######## uart_tx_flat ########
==> uart_tx_flat/placement_by_type.png <==
Fill, decap, tap and diode cells in gray.
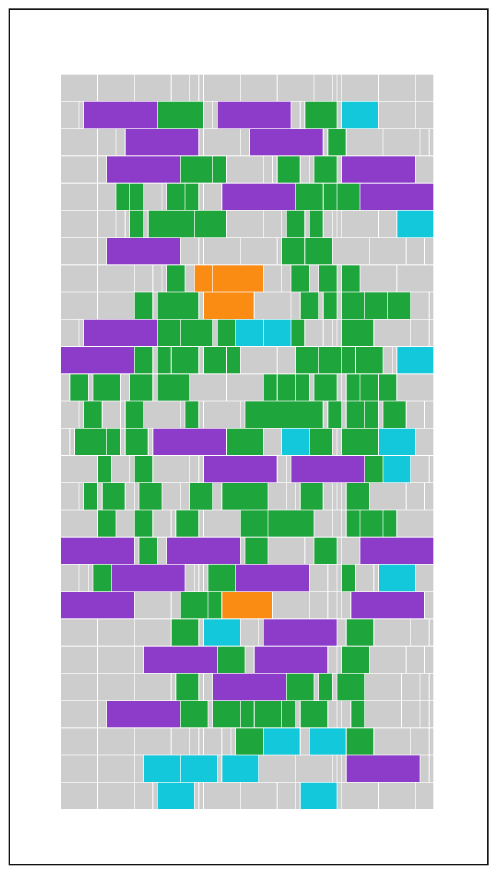
==> uart_tx_flat/metal_density.png <==
Scale bar: 10 microns. The die is cut into 10 by 17 equal tiles; dark blue is low, red is high, scaled to the fullest tile. Values are wire area over tile area, all layers added.
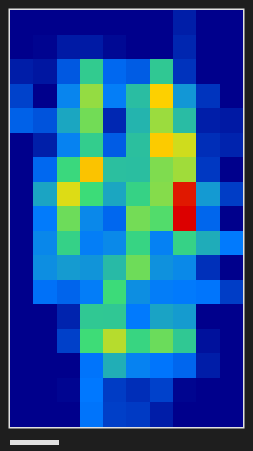
## src/rtl/uart_pkg.sv

```systemverilog
// Shared UART definitions: transmitter FSM encoding, data width and default bit period.
package uart_pkg;

   localparam int unsigned UART_DATA_BITS       = 8;
   localparam int unsigned CLKS_PER_BIT_DEFAULT = 868;

   typedef enum logic [2:0] {
      IDLE   = 3'd0,
      FETCH  = 3'd1,
      LOAD   = 3'd2,
      START  = 3'd3,
      DATA   = 3'd4,
      PARITY = 3'd5,
      STOP   = 3'd6
   } uart_state_t;

endpackage

```

## src/rtl/uart_tx_if.sv

```systemverilog
// Read port between the UART transmitter (master) and its upstream FIFO (slave).
interface uart_tx_if;
   import uart_pkg::*;

   logic                      fifo_empty;
   logic [UART_DATA_BITS-1:0] fifo_dout;
   logic                      fifo_rd_en;

   modport master (
      input  fifo_empty,
      input  fifo_dout,
      output fifo_rd_en
   );

   modport slave (
      output fifo_empty,
      output fifo_dout,
      input  fifo_rd_en
   );

endinterface

```

## src/rtl/uart_baud_cnt.sv

```systemverilog
// Bit-period counter: counts 0..CLKS_PER_BIT-1, wrapping at each bit boundary.
module uart_baud_cnt
   import uart_pkg::*;
#(
   parameter int unsigned CLKS_PER_BIT = CLKS_PER_BIT_DEFAULT
) (
   input  logic clk,
   input  logic rst_n,
   input  logic clear,
   output logic bit_tick
);

   localparam int unsigned      CNT_W   = (CLKS_PER_BIT > 1) ? $clog2(CLKS_PER_BIT) : 1;
   localparam logic [CNT_W-1:0] CNT_MAX = CNT_W'(CLKS_PER_BIT - 1);

   logic [CNT_W-1:0] cnt_reg;

   assign bit_tick = (cnt_reg == CNT_MAX);

   always_ff @(posedge clk) begin
      if (!rst_n || clear) begin
         cnt_reg <= '0;
      end else if (bit_tick) begin
         cnt_reg <= '0;
      end else begin
         cnt_reg <= cnt_reg + 1'b1;
      end
   end

endmodule

```

## src/rtl/uart_tx.sv

```systemverilog
// 8N1 UART transmitter fed from a registered-output FIFO.
// Define UART_TX_PARITY_EN to add an even-parity bit (8E1).
module uart_tx
   import uart_pkg::*;
#(
   parameter int unsigned CLKS_PER_BIT = CLKS_PER_BIT_DEFAULT
) (
   input  logic      clk,
   input  logic      rst_n,
   uart_tx_if.master fifo,
   output logic      tx,
   output logic      busy,
   output logic      tx_done
);

   localparam int unsigned           IDX_W    = $clog2(UART_DATA_BITS);
   localparam logic [IDX_W-1:0]      IDX_LAST = IDX_W'(UART_DATA_BITS - 1);

   uart_state_t               state_reg, state_next;
   logic [UART_DATA_BITS-1:0] shift_reg, shift_next;
   logic [IDX_W-1:0]          idx_reg, idx_next;
   logic                      tx_reg, tx_next;
   logic                      rd_en_reg;
   logic                      busy_reg;
   logic                      baud_clear;
   logic                      bit_tick;
`ifdef UART_TX_PARITY_EN
   logic                      parity_reg, parity_next;
`endif

   uart_baud_cnt #(
      .CLKS_PER_BIT (CLKS_PER_BIT)
   ) u_baud_cnt (
      .clk      (clk),
      .rst_n    (rst_n),
      .clear    (baud_clear),
      .bit_tick (bit_tick)
   );

   always_comb begin
      state_next  = state_reg;
      shift_next  = shift_reg;
      idx_next    = idx_reg;
      tx_next     = 1'b1;
      baud_clear  = 1'b0;
      tx_done     = 1'b0;
`ifdef UART_TX_PARITY_EN
      parity_next = parity_reg;
`endif

      case (state_reg)
         IDLE: begin
            baud_clear = 1'b1;
            if (!fifo.fifo_empty) state_next = FETCH;
         end
         FETCH: begin
            baud_clear = 1'b1;
            state_next = LOAD;
         end
         LOAD: begin
            // FIFO data is valid the cycle after the read strobe
            baud_clear  = 1'b1;
            shift_next  = fifo.fifo_dout;
            idx_next    = '0;
`ifdef UART_TX_PARITY_EN
            parity_next = ^fifo.fifo_dout;
`endif
            state_next  = START;
         end
         START: begin
            if (bit_tick) state_next = DATA;
         end
         DATA: begin
            if (bit_tick) begin
               shift_next = {1'b0, shift_reg[UART_DATA_BITS-1:1]};
               idx_next   = idx_reg + 1'b1;
               if (idx_reg == IDX_LAST) begin
`ifdef UART_TX_PARITY_EN
                  state_next = PARITY;
`else
                  state_next = STOP;
`endif
               end
            end
         end
`ifdef UART_TX_PARITY_EN
         PARITY: begin
            if (bit_tick) state_next = STOP;
         end
`endif
         STOP: begin
            tx_done = bit_tick;
            if (bit_tick) state_next = fifo.fifo_empty ? IDLE : FETCH;
         end
         default: begin
            state_next = IDLE;
         end
      endcase

      // Line level is registered from the state being entered, so tx is glitch-free
      case (state_next)
         START:   tx_next = 1'b0;
         DATA:    tx_next = shift_next[0];
`ifdef UART_TX_PARITY_EN
         PARITY:  tx_next = parity_next;
`endif
         default: tx_next = 1'b1;
      endcase
   end

   always_ff @(posedge clk) begin
      if (!rst_n) begin
         state_reg  <= IDLE;
         shift_reg  <= '0;
         idx_reg    <= '0;
         tx_reg     <= 1'b1;
         rd_en_reg  <= 1'b0;
         busy_reg   <= 1'b0;
`ifdef UART_TX_PARITY_EN
         parity_reg <= 1'b0;
`endif
      end else begin
         state_reg  <= state_next;
         shift_reg  <= shift_next;
         idx_reg    <= idx_next;
         tx_reg     <= tx_next;
         rd_en_reg  <= (state_next == FETCH);
         busy_reg   <= (state_next != IDLE);
`ifdef UART_TX_PARITY_EN
         parity_reg <= parity_next;
`endif
      end
   end

   assign fifo.fifo_rd_en = rd_en_reg;
   assign tx              = tx_reg;
   assign busy            = busy_reg;

endmodule

```

## src/flat_wrapper.sv

```systemverilog
// flat-port wrapper written by rule: the top's interface ports become plain ports
module uart_tx_flat import uart_pkg::*;
#(
   parameter int unsigned CLKS_PER_BIT = CLKS_PER_BIT_DEFAULT
)
  (clk, rst_n, tx, busy, tx_done, fifo_fifo_empty, fifo_fifo_dout, fifo_fifo_rd_en);
  uart_tx_if fifo_i ();
  input  logic clk;
  input  logic rst_n;
  output logic tx;
  output logic busy;
  output logic tx_done;
  input wire logic [$bits(fifo_i.fifo_empty)-1:0] fifo_fifo_empty;
  input wire logic [$bits(fifo_i.fifo_dout)-1:0] fifo_fifo_dout;
  output wire logic [$bits(fifo_i.fifo_rd_en)-1:0] fifo_fifo_rd_en;
  assign fifo_i.fifo_empty = fifo_fifo_empty;
  assign fifo_i.fifo_dout = fifo_fifo_dout;
  assign fifo_fifo_rd_en = fifo_i.fifo_rd_en;
  uart_tx #(.CLKS_PER_BIT(CLKS_PER_BIT)) u_core (.clk(clk), .rst_n(rst_n), .fifo(fifo_i), .tx(tx), .busy(busy), .tx_done(tx_done));
endmodule
```

## config.mk

```make
export PLATFORM = sky130hd
export DESIGN_NAME = uart_tx_flat
export DESIGN_NICKNAME = d
export VERILOG_FILES = /design/src/rtl/uart_pkg.sv /design/src/rtl/uart_tx_if.sv /design/src/rtl/uart_baud_cnt.sv /design/src/rtl/uart_tx.sv /design/src/flat_wrapper.sv
export SDC_FILE = /design/constraint.sdc
export NUM_CORES = 1
export LEC_CHECK = 0
export CAP_MARGIN = 20
export CORE_ASPECT_RATIO = 2
export CORE_MARGIN = 5
export CORE_UTILIZATION = 46
export DETAILED_ROUTE_END_ITERATION = 8
export PLACE_DENSITY = 0.68
export RECOVER_POWER = 25
export SKIP_CTS_REPAIR_TIMING = 1
export SLEW_MARGIN = 20
export SYNTH_ARGS = -nofsm -noshare
export SYNTH_HDL_FRONTEND = slang
export SYNTH_HIERARCHICAL = 1
export SYNTH_SLANG_ARGS = --single-unit
```

## constraint.sdc

```tcl
create_clock -name clk -period 2.7 [get_ports clk]
set_input_delay 0.27 -clock clk [delete_from_list [all_inputs] [get_ports clk]]
set_output_delay 0.27 -clock clk [all_outputs]
set_load 0.03 [all_outputs]
```

==> notes.md <==
On the backend side, the flow ran end to end.

The run finished with clean final reports. Summing every instance area after synthesis gives 1300 sq um. The worst path uses 82.4% of the clock period. The multi-input logic area stands at 684 sq um. Per report_power, the combinational group accounts for 12.4% of the total.

After the flow finishes, the layout carries non-filler instances totaling 191. The power consumed by the clock network stands at 0.227 mW. The via count of the first global-routing pass came to 1052. The cell depth of the worst flop-to-flop path stands at 9. The minimum clock period stands at 2.23 ns. The area added between synthesis and finish stands at 14.2%. The power drawn by the sequential cells stands at 0.438 mW.

The sum of buffers and inverters on the critical path stands at 2. The number of failing hold endpoints at the final stage stands at 0. The utilization of the core after routing stands at 54.4%.
About uart_tx_flat/placement_by_type.png:
class	color	cells
other buffers and delay cells	cyan	17
combinational and other logic	green	114
clock drivers and dummy loads	orange	4
flops	purple	27

About uart_tx_flat/metal_density.png:
emptiest ninth of the die	south-west
tiles over half the peak	12%
mean over tiles	0.10
fullest tile	0.46
nearly empty tiles	31%


######## thor2024_fetchbuf ########
==> thor2024_fetchbuf/metal_density.png <==
Scale bar: 50 microns. The die is cut into 22 by 22 equal tiles; dark blue is low, red is high, scaled to the fullest tile. Values are wire area over tile area, all layers added.
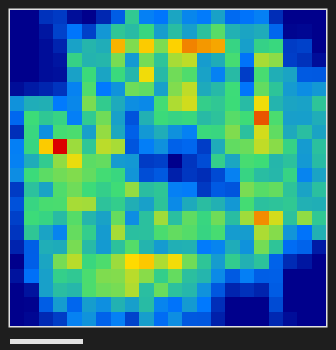
$ cat config.mk
export PLATFORM = sky130hd
export DESIGN_NAME = thor2024_fetchbuf
export DESIGN_NICKNAME = d
export VERILOG_FILES = /design/src/rtl/thor2024_fetchbuf.sv
export SDC_FILE = /design/constraint.sdc
export NUM_CORES = 1
export LEC_CHECK = 0
export CORE_MARGIN = 2
export CORE_UTILIZATION = 40
export CTS_CLUSTER_DIAMETER = 50
export DETAILED_ROUTE_END_ITERATION = 8
export SLEW_MARGIN = 15
export SYNTH_ARGS = -nofsm -noshare
export SYNTH_HDL_FRONTEND = slang
export SYNTH_SLANG_ARGS = --single-unit
$ cat constraint.sdc
create_clock -name clk -period 12.4 [get_ports clk]
set_clock_uncertainty 0.05 [all_clocks]
set_input_delay 1.86 -clock clk [delete_from_list [all_inputs] [get_ports clk]]
set_output_delay 1.86 -clock clk [all_outputs]
set_load 0.02 [all_outputs]
$ cat src/rtl/thor2024_fetchbuf.sv
// ============================================================================
// thor2024_fetchbuf : dual-output instruction fetch buffer (circular, 2-in/2-out)
// Optional macro THOR_FB_BYPASS_EN: same-cycle bypass of fetch into empty slots.
// Rev 1.0
// ============================================================================
`default_nettype none

module thor2024_fetchbuf #(
  parameter int FB_DEPTH   = 4,
  parameter int INSN_W     = 40,
  parameter int PC_W       = 32,
  parameter int INSN_BYTES = 5
) (
  input  logic              clk,
  input  logic              rst,
  input  logic              branchmiss,
  input  logic              ic_v,
  input  logic              ic_v1,
  input  logic [PC_W-1:0]   ic_pc,
  input  logic [INSN_W-1:0] ic_instr0,
  input  logic [INSN_W-1:0] ic_instr1,
  output logic              ic_rdy,
  input  logic [1:0]        deq_cnt,
  output logic              fetchbuf0_v,
  output logic              fetchbuf1_v,
  output logic [INSN_W-1:0] fetchbuf0_instr,
  output logic [INSN_W-1:0] fetchbuf1_instr,
  output logic [PC_W-1:0]   fetchbuf0_pc,
  output logic [PC_W-1:0]   fetchbuf1_pc
);

  localparam int PTR_W = $clog2(FB_DEPTH);
  localparam int CNT_W = PTR_W + 1;
  localparam logic [CNT_W-1:0] RDY_MAX = CNT_W'(FB_DEPTH - 2);

  logic [PC_W-1:0]   mem_pc    [FB_DEPTH];
  logic [INSN_W-1:0] mem_instr [FB_DEPTH];

  logic [PTR_W-1:0] r_rd_ptr, r_wr_ptr;
  logic [CNT_W-1:0] r_count;

  logic [PTR_W-1:0]  w_rd_ptr1, w_wr_ptr1;
  logic [PC_W-1:0]   w_in1_pc;
  logic              w_wr_en, w_bypass;
  logic [1:0]        w_in_n, w_stored_vis, w_avail, w_deq_req, w_eff;
  logic [1:0]        w_st_cons, w_in_cons, w_nwr;
  logic [2:0]        w_tot;
  logic [PC_W-1:0]   w_wr0_pc, w_wr1_pc;
  logic [INSN_W-1:0] w_wr0_instr, w_wr1_instr;

  assign w_rd_ptr1 = r_rd_ptr + PTR_W'(1);
  assign w_wr_ptr1 = r_wr_ptr + PTR_W'(1);
  assign w_in1_pc  = ic_pc + PC_W'(INSN_BYTES);

  assign ic_rdy  = (r_count <= RDY_MAX);
  assign w_wr_en = ic_v && ic_rdy && !branchmiss;
  assign w_in_n  = w_wr_en ? (ic_v1 ? 2'd2 : 2'd1) : 2'd0;

`ifdef THOR_FB_BYPASS_EN
  assign w_bypass = w_wr_en && (r_count < CNT_W'(2));
`else
  assign w_bypass = 1'b0;
`endif

  // Combined view: stored entries first, then bypassed incoming ones.
  assign w_stored_vis = (r_count >= CNT_W'(2)) ? 2'd2 : r_count[1:0];
  assign w_tot        = {1'b0, w_stored_vis} + (w_bypass ? {1'b0, w_in_n} : 3'd0);
  assign w_avail      = (w_tot >= 3'd2) ? 2'd2 : w_tot[1:0];
  assign w_deq_req    = (deq_cnt == 2'd3) ? 2'd2 : deq_cnt;
  assign w_eff        = (w_deq_req < w_avail) ? w_deq_req : w_avail;
  assign w_st_cons    = (w_eff < w_stored_vis) ? w_eff : w_stored_vis;
  assign w_in_cons    = w_eff - w_st_cons;

  always_comb begin
    fetchbuf0_v     = 1'b0;
    fetchbuf0_pc    = '0;
    fetchbuf0_instr = '0;
    fetchbuf1_v     = 1'b0;
    fetchbuf1_pc    = '0;
    fetchbuf1_instr = '0;
    if (w_stored_vis != 2'd0) begin
      fetchbuf0_v     = 1'b1;
      fetchbuf0_pc    = mem_pc[r_rd_ptr];
      fetchbuf0_instr = mem_instr[r_rd_ptr];
    end else if (w_bypass) begin
      fetchbuf0_v     = 1'b1;
      fetchbuf0_pc    = ic_pc;
      fetchbuf0_instr = ic_instr0;
    end
    if (w_stored_vis == 2'd2) begin
      fetchbuf1_v     = 1'b1;
      fetchbuf1_pc    = mem_pc[w_rd_ptr1];
      fetchbuf1_instr = mem_instr[w_rd_ptr1];
    end else if (w_bypass && w_stored_vis == 2'd1) begin
      fetchbuf1_v     = 1'b1;
      fetchbuf1_pc    = ic_pc;
      fetchbuf1_instr = ic_instr0;
    end else if (w_bypass && ic_v1) begin
      fetchbuf1_v     = 1'b1;
      fetchbuf1_pc    = w_in1_pc;
      fetchbuf1_instr = ic_instr1;
    end
  end

  // Only incoming instructions not already consumed through the bypass are stored.
  always_comb begin
    w_wr0_pc    = ic_pc;
    w_wr0_instr = ic_instr0;
    w_wr1_pc    = w_in1_pc;
    w_wr1_instr = ic_instr1;
    w_nwr       = w_in_n;
    if (w_in_cons == 2'd1) begin
      w_wr0_pc    = w_in1_pc;
      w_wr0_instr = ic_instr1;
      w_nwr       = w_in_n - 2'd1;
    end else if (w_in_cons == 2'd2) begin
      w_nwr       = 2'd0;
    end
  end

  always_ff @(posedge clk) begin
    if (!rst && !branchmiss) begin
      if (w_nwr != 2'd0) begin
        mem_pc[r_wr_ptr]    <= w_wr0_pc;
        mem_instr[r_wr_ptr] <= w_wr0_instr;
      end
      if (w_nwr == 2'd2) begin
        mem_pc[w_wr_ptr1]    <= w_wr1_pc;
        mem_instr[w_wr_ptr1] <= w_wr1_instr;
      end
    end
  end

  always_ff @(posedge clk or posedge rst) begin
    if (rst) begin
      r_rd_ptr <= '0;
      r_wr_ptr <= '0;
      r_count  <= '0;
    end else if (branchmiss) begin
      r_rd_ptr <= '0;
      r_wr_ptr <= '0;
      r_count  <= '0;
    end else begin
      r_rd_ptr <= r_rd_ptr + PTR_W'(w_st_cons);
      r_wr_ptr <= r_wr_ptr + PTR_W'(w_nwr);
      r_count  <= r_count + CNT_W'(w_nwr) - CNT_W'(w_st_cons);
    end
  end

`ifndef SYNTHESIS
  a_deq_overrun: assert property (@(posedge clk) disable iff (rst)
    branchmiss || (deq_cnt <= w_avail));
  a_v1_without_v: assert property (@(posedge clk) disable iff (rst)
    !(ic_v1 && !ic_v));
`endif

endmodule

`default_nettype wire

==> notes.md <==
On the backend side, the flow ran end to end.

The multi-input combinational cell count stands at 1176. For this run the aggregate overflow at the end of global routing stands at 0. The count of state elements after synthesis stands at 295. The height of the die stands at 217 microns. For the worst reg-to-reg path, the startpoint reported by OpenROAD is r_count[1].

The flop share of the area stands at 39.2%. Per the cell usage report, the commonest logic cells after layout are 535 x sky130_fd_sc_hd__nand2_1, 288 x sky130_fd_sc_hd__edfxtp_1, 265 x sky130_fd_sc_hd__clkdlybuf4s50_1. Clock tree synthesis inserted a total of 42 buffers. VDD sags by at most 0.302 mV. In the detailed route, the total length drawn on met3 is 3850 microns. The number of clock sinks came to 295. The number of nets in the final layout stands at 1939. According to the cell report, flip-flops and latches in the layout number 295. The sum of buffers and inverters on the critical path stands at 3. In this run, power in combinational logic comes to 2.90 mW. The worst register-to-register path depth is 12. The run finished with clean final reports. The switching portion of total power comes to 41.1%. The clock latency on the worst-skew pair stands at 0.55 ns. The final timing report lists a max-slew violation count of 0. Once the clock tree was built, the setup fixing pass inserted 0 buffers.

The synthesized netlist occupies a cell area of 18200 sq um.
## Picture notes: thor2024_fetchbuf/metal_density.png
tiles over half the peak	24%
mean over tiles	0.18
nearly empty tiles	8.9%
fullest tile	0.51
total length of routed wires: 53300 microns
total global routing track utilization: 22.6%
post-detailed-route wirelength per cell: 21.8 microns
total number of vias: 13100


######## demux_1x4_tdm ########
**src/rtl/demux_1x4_tdm.sv**
```systemverilog
// Registered 1:4 time-division demultiplexer: collects slots 0..3 from one lane and publishes whole frames.
// Optional macro DEMUX_FRAME_CNT_EN adds an 8-bit completed-frame counter output (frame_cnt).
module demux_1x4_tdm #(
  parameter int WIDTH = 1
) (
  input  logic             clk,
  input  logic             rst_n,
  input  logic [WIDTH-1:0] din,
  input  logic             din_valid,
  input  logic             sync,
  output logic [WIDTH-1:0] y0,
  output logic [WIDTH-1:0] y1,
  output logic [WIDTH-1:0] y2,
  output logic [WIDTH-1:0] y3,
  output logic             S1,
  output logic             S0,
`ifdef DEMUX_FRAME_CNT_EN
  output logic [7:0]       frame_cnt,
`endif
  output logic             frame_valid
);

  logic [1:0] slot_reg;
  logic [1:0] slot_next;
  logic [1:0] eff_slot;
  logic       frame_done;
  logic       frame_valid_reg;

  // sync overrides the pointer for this cycle only; the new pointer is derived from it below.
  always_comb begin
    eff_slot   = sync ? 2'd0 : slot_reg;
    frame_done = din_valid && (eff_slot == 2'd3);
    slot_next  = slot_reg;
    if (din_valid) begin
      slot_next = eff_slot + 2'd1;
    end else if (sync) begin
      slot_next = 2'd0;
    end
  end

  always_ff @(posedge clk or negedge rst_n) begin
    if (!rst_n) begin
      slot_reg        <= 2'd0;
      frame_valid_reg <= 1'b0;
    end else begin
      slot_reg        <= slot_next;
      frame_valid_reg <= frame_done;
    end
  end

  genvar gi;

  // Shadow registers hold slots 0..2 until slot 3 arrives.
  for (gi = 0; gi < 3; gi++) begin : g_sh
    logic [WIDTH-1:0] sh_reg;
    logic             wr_en;

    assign wr_en = din_valid && (eff_slot == 2'(gi));

    always_ff @(posedge clk or negedge rst_n) begin
      if (!rst_n) begin
        sh_reg <= '0;
      end else if (wr_en) begin
        sh_reg <= din;
      end
    end
  end

  // Slot 3 bypasses the shadow stage so all four outputs update on the same edge.
  for (gi = 0; gi < 4; gi++) begin : g_out
    logic [WIDTH-1:0] y_reg;
    logic [WIDTH-1:0] y_next;

    if (gi < 3) begin : g_src
      assign y_next = g_sh[gi].sh_reg;
    end else begin : g_src
      assign y_next = din;
    end

    always_ff @(posedge clk or negedge rst_n) begin
      if (!rst_n) begin
        y_reg <= '0;
      end else if (frame_done) begin
        y_reg <= y_next;
      end
    end
  end

  assign y0          = g_out[0].y_reg;
  assign y1          = g_out[1].y_reg;
  assign y2          = g_out[2].y_reg;
  assign y3          = g_out[3].y_reg;
  assign S1          = slot_reg[1];
  assign S0          = slot_reg[0];
  assign frame_valid = frame_valid_reg;

`ifdef DEMUX_FRAME_CNT_EN
  logic [7:0] frame_cnt_reg;

  always_ff @(posedge clk or negedge rst_n) begin
    if (!rst_n) begin
      frame_cnt_reg <= 8'd0;
    end else if (frame_done) begin
      frame_cnt_reg <= frame_cnt_reg + 8'd1;
    end
  end

  assign frame_cnt = frame_cnt_reg;
`endif

endmodule
```
**config.mk**
```make
export PLATFORM = sky130hd
export DESIGN_NAME = demux_1x4_tdm
export DESIGN_NICKNAME = d
export VERILOG_FILES = /design/src/rtl/demux_1x4_tdm.sv
export SDC_FILE = /design/constraint.sdc
export NUM_CORES = 1
export LEC_CHECK = 0
export CAP_MARGIN = 20
export CORE_AREA = 2 2 39 41
export DETAILED_ROUTE_END_ITERATION = 8
export DIE_AREA = 0 0 41 43
export SLEW_MARGIN = 20
export SYNTH_ARGS = -nofsm -noshare
export SYNTH_HDL_FRONTEND = slang
export SYNTH_SLANG_ARGS = --single-unit
```
**constraint.sdc**
```tcl
create_clock -name clk -period 1.3 [get_ports clk]
set_input_delay 0.195 -clock clk [delete_from_list [all_inputs] [get_ports clk]]
set_output_delay 0.195 -clock clk [all_outputs]
set_load 0.02 [all_outputs]
```
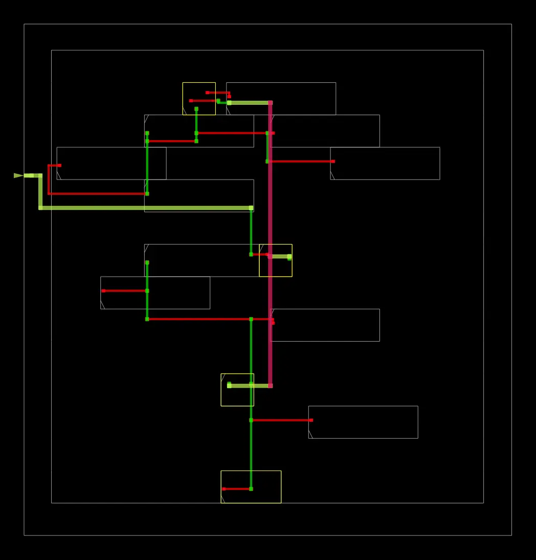
(demux_1x4_tdm/clocks.png)
Clock Power: 0.281 mW
Late-Pin Clk Latency: 0.27 ns
worst clock skew: 0.00375 ns
clock buffers: 4
cts bufs inserted: 3

==> notes.md <==
On the backend side, the flow ran end to end.

At the end of the flow, the number of nets in the layout was 56. The total leakage power stands at 0.324 nW. The power report puts the net switching power at 0.325 mW. The synthesis report names the predominant flop master as sky130_fd_sc_hd__dfrtp_1. The remaining number of nets flagged by the antenna check after routing stands at 0. Grouping stages by cell kind, the critical path spends the most delay in buffers and inverters. The floorplan has 14 rows. The number of port buffers stands at 11. The maximum clock frequency stands at 781 MHz.

Yosys mapped a number of flops with a built-in enable equal to 0. The biggest area contributor in the post-synthesis netlist is sky130_fd_sc_hd__dfrtp_1. The largest individual stage delay along the critical path comes from the cell sky130_fd_sc_hd__clkdlybuf4s50_1. The number of placed I/O pins stands at 12. The clock tree cell share of total cell area stands at 5.65%.

The number of maximum-capacitance violations recorded for the run is 0. The maximum single-stage delay on the critical path stands at 0.46 ns. Walking the critical path from launch to capture passes 5 cell instances. The fraction of cell area in non-clock buffers stands at 22.8%. The clock group share of total power stands at 25.8%. The internal portion of the total power is 0.761 mW. Ranked by power, first place goes to registers. The flow ran to the end, and the final reports show no timing, DRC or antenna violations. The number of sinks on the clock net stands at 10.

The required time at the endpoint of the critical path stands at 1.46 ns.

######## l2_axis_pack64 ########
==> l2_axis_pack64/layer_met3.png <==
Scale bar: 20 microns.
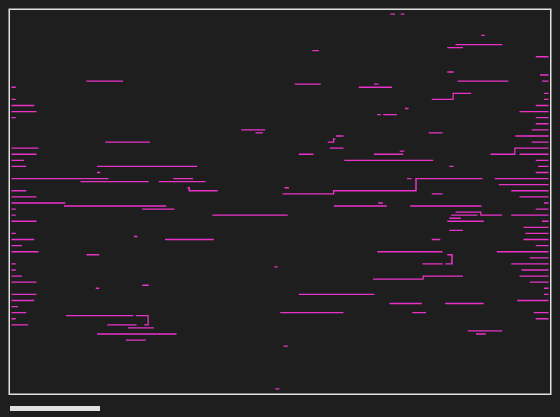
==> l2_axis_pack64/metal_density.png <==
Scale bar: 20 microns. The die is cut into 24 by 17 equal tiles; dark blue is low, red is high, scaled to the fullest tile. Values are wire area over tile area, all layers added.
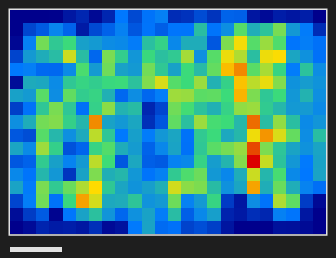
==> l2_axis_pack64/clocks.png <==
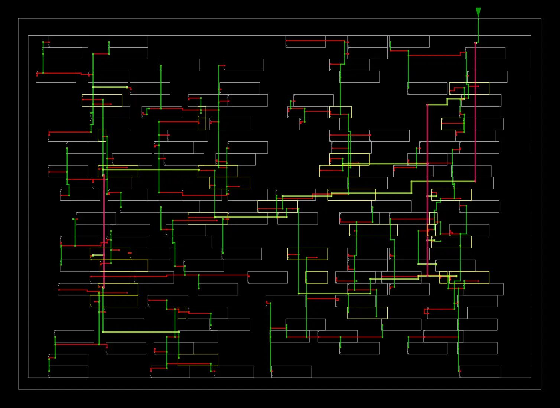
$ cat config.mk
export PLATFORM = sky130hd
export DESIGN_NAME = l2_axis_pack64
export DESIGN_NICKNAME = d
export VERILOG_FILES = /design/src/rtl/l2_axis_pack64.sv
export SDC_FILE = /design/constraint.sdc
export NUM_CORES = 1
export LEC_CHECK = 0
export ABC_AREA = 1
export CAP_MARGIN = 15
export CORE_ASPECT_RATIO = 0.7
export CORE_MARGIN = 2
export CORE_UTILIZATION = 53
export DETAILED_ROUTE_END_ITERATION = 10
export GPL_TIMING_DRIVEN = 0
export HOLD_SLACK_MARGIN = 0.08
export PLACE_DENSITY = 0.92
export SKIP_LAST_GASP = 1
export SLEW_MARGIN = 10
export SYNTH_ARGS = -nofsm -noshare
export SYNTH_HDL_FRONTEND = slang
export SYNTH_SLANG_ARGS = --single-unit
$ cat constraint.sdc
create_clock -name clock -period 1.9 [get_ports clock]
set_input_delay 0.57 -clock clock [delete_from_list [all_inputs] [get_ports clock]]
set_output_delay 0.57 -clock clock [all_outputs]
set_load 0.02 [all_outputs]
$ cat src/rtl/l2_axis_pack64.sv
// AXI-Stream width packer: two 32-bit vector elements per 64-bit output beat.
// Odd-length vectors close with a padded upper lane; tlast is carried one-for-one.
module l2_axis_pack64 #(
  parameter logic [31:0] PAD_VALUE = 32'h0,
  parameter int unsigned CNT_W     = 16
) (
  input  logic             clock,
  input  logic             reset,
  input  logic [31:0]      io_in_tdata,
  input  logic             io_in_tvalid,
  output logic             io_in_tready,
  input  logic             io_in_tlast,
  output logic [63:0]      io_out_tdata,
  output logic             io_out_tvalid,
  input  logic             io_out_tready,
  output logic             io_out_tlast,
  output logic [7:0]       io_out_tkeep,
  output logic             io_out_tuser,
  output logic [CNT_W-1:0] io_pkt_count
);

  localparam int unsigned ELEM_W = 32;
  localparam int unsigned BEAT_W = 2 * ELEM_W;
  localparam int unsigned KEEP_W = BEAT_W / 8;

  localparam logic [KEEP_W-1:0] KEEP_FULL = KEEP_W'(8'hFF);
  localparam logic [KEEP_W-1:0] KEEP_HALF = KEEP_W'(8'h0F);

  typedef enum logic {
    LO_EMPTY = 1'b0,
    LO_FULL  = 1'b1
  } state_e;

  state_e              state_q, state_d;
  logic [ELEM_W-1:0]   lo_q, lo_d;
  logic [BEAT_W-1:0]   out_data_q, out_data_d;
  logic                out_valid_q, out_valid_d;
  logic                out_last_q, out_last_d;
  logic [KEEP_W-1:0]   out_keep_q, out_keep_d;
  logic [CNT_W-1:0]    pkt_cnt_q, pkt_cnt_d;

  logic in_ready;
  logic in_fire;
  logic out_fire;

  // The single output slot frees in the same cycle it drains, so no bubble.
  assign in_ready = !out_valid_q || io_out_tready;
  assign in_fire  = io_in_tvalid && in_ready;
  assign out_fire = out_valid_q && io_out_tready;

  // Next-state and output-slot load; a load in the drain cycle wins over the clear.
  always_comb begin
    state_d     = state_q;
    lo_d        = lo_q;
    out_data_d  = out_data_q;
    out_last_d  = out_last_q;
    out_keep_d  = out_keep_q;
    out_valid_d = out_valid_q && !out_fire;
    pkt_cnt_d   = pkt_cnt_q;

    if (out_fire && out_last_q) begin
      pkt_cnt_d = pkt_cnt_q + CNT_W'(1);
    end

    case (state_q)
      LO_EMPTY: begin
        if (in_fire) begin
          if (io_in_tlast) begin
            out_data_d  = {PAD_VALUE, io_in_tdata};
            out_keep_d  = KEEP_HALF;
            out_last_d  = 1'b1;
            out_valid_d = 1'b1;
          end else begin
            lo_d    = io_in_tdata;
            state_d = LO_FULL;
          end
        end
      end
      LO_FULL: begin
        if (in_fire) begin
          out_data_d  = {io_in_tdata, lo_q};
          out_keep_d  = KEEP_FULL;
          out_last_d  = io_in_tlast;
          out_valid_d = 1'b1;
          state_d     = LO_EMPTY;
        end
      end
      default: begin
        state_d = LO_EMPTY;
      end
    endcase
  end

  // State and output registers; reset drops any half-packed element.
  always_ff @(posedge clock or negedge reset) begin
    if (!reset) begin
      state_q     <= LO_EMPTY;
      lo_q        <= '0;
      out_data_q  <= '0;
      out_valid_q <= 1'b0;
      out_last_q  <= 1'b0;
      out_keep_q  <= '0;
      pkt_cnt_q   <= '0;
    end else begin
      state_q     <= state_d;
      lo_q        <= lo_d;
      out_data_q  <= out_data_d;
      out_valid_q <= out_valid_d;
      out_last_q  <= out_last_d;
      out_keep_q  <= out_keep_d;
      pkt_cnt_q   <= pkt_cnt_d;
    end
  end

  assign io_in_tready  = in_ready;
  assign io_out_tdata  = out_data_q;
  assign io_out_tvalid = out_valid_q;
  assign io_out_tlast  = out_last_q;
  assign io_out_tkeep  = out_keep_q;
  assign io_out_tuser  = 1'b0;
  assign io_pkt_count  = pkt_cnt_q;

endmodule

==> notes.md <==
On the backend side, the flow ran end to end.

Looking at the reg2reg group, the worst path ends at io_out_tdata[56]. The flow reports power dissipated in combinational cells as 2.36 mW. The worst path uses 97.4% of the clock period.

The yosys synthesis chip area stands at 5040 sq um. Summed over all instances, the cell type with the most area after synthesis is sky130_fd_sc_hd__dfrtp_1. The clock group share of total power stands at 36.4%. The maximum buffer depth of the clock tree stands at 2.

The area of the mapped netlist stands at 5040 sq um. The peak supply drop stands at 0.763 mV. The count of library flops with an enable pin stands at 0. The flow ran to the end, and the final reports show no timing, DRC or antenna violations.

According to the timing report, the arrival time at the worst endpoint equals 1.28 ns. The total power consumption of the routed design stands at 9.19 mW. Measured in cells, the most critical reg-to-reg path has a length of 6. The minimum clock period stands at 1.85 ns. The number of buffers other than clock buffers in the final layout stands at 162. The count of different cell masters after synthesis stands at 25.
## Picture notes: l2_axis_pack64/layer_met3.png
longest straight run	22.5 microns
share of all routed wire	6.0%
wire length on this layer	801 microns
total number of vias: 4468
GR Util met3: 6.12%

## Picture notes: l2_axis_pack64/metal_density.png
densest ninth of the die	east
mean over tiles	0.21
fullest tile	0.58
total global routing track utilization: 27.8%
total length of routed wires: 13400 microns
post-detailed-route wirelength per cell: 15.6 microns

## Picture notes: l2_axis_pack64/clocks.png
flip-flops: 117
CTS sink cnt: 117



==> screenshots <==
Cells colored by class.
Fill, decap, tap and diode cells in gray.
Plate I
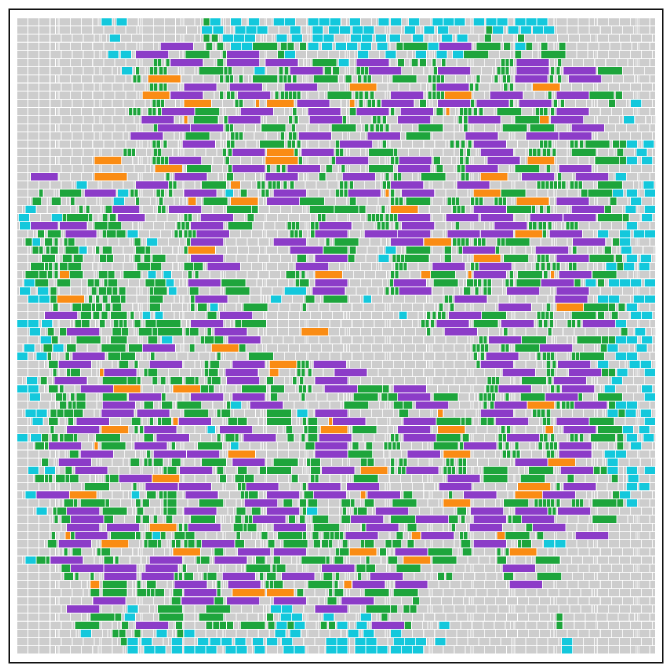
Plate II
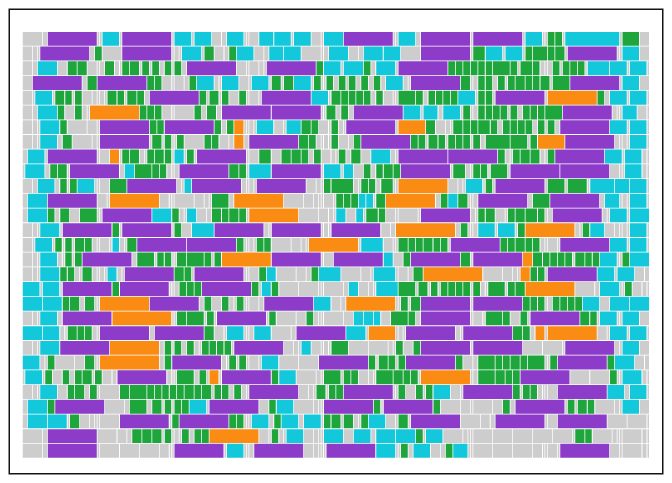
Plate III
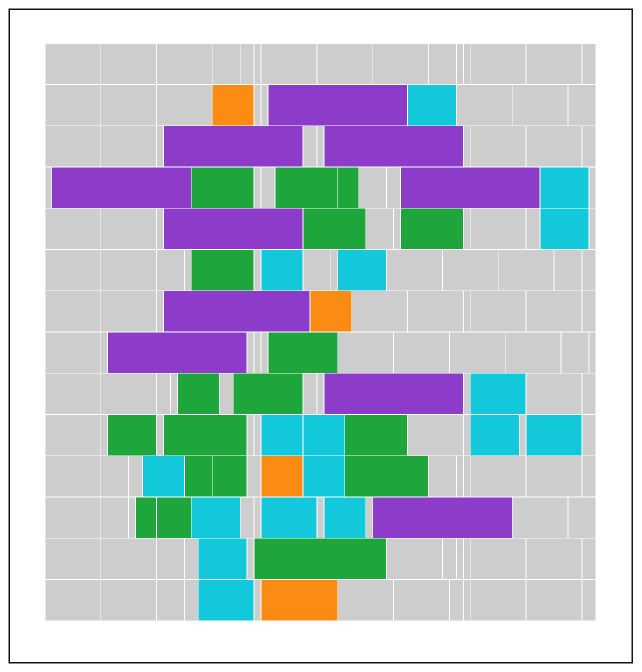
- Plate III = demux_1x4_tdm
- Plate II = l2_axis_pack64
- Plate I = thor2024_fetchbuf
- most sequential cells: Plate I

Power figures rest on the tool's default switching activity, not on a simulated workload.
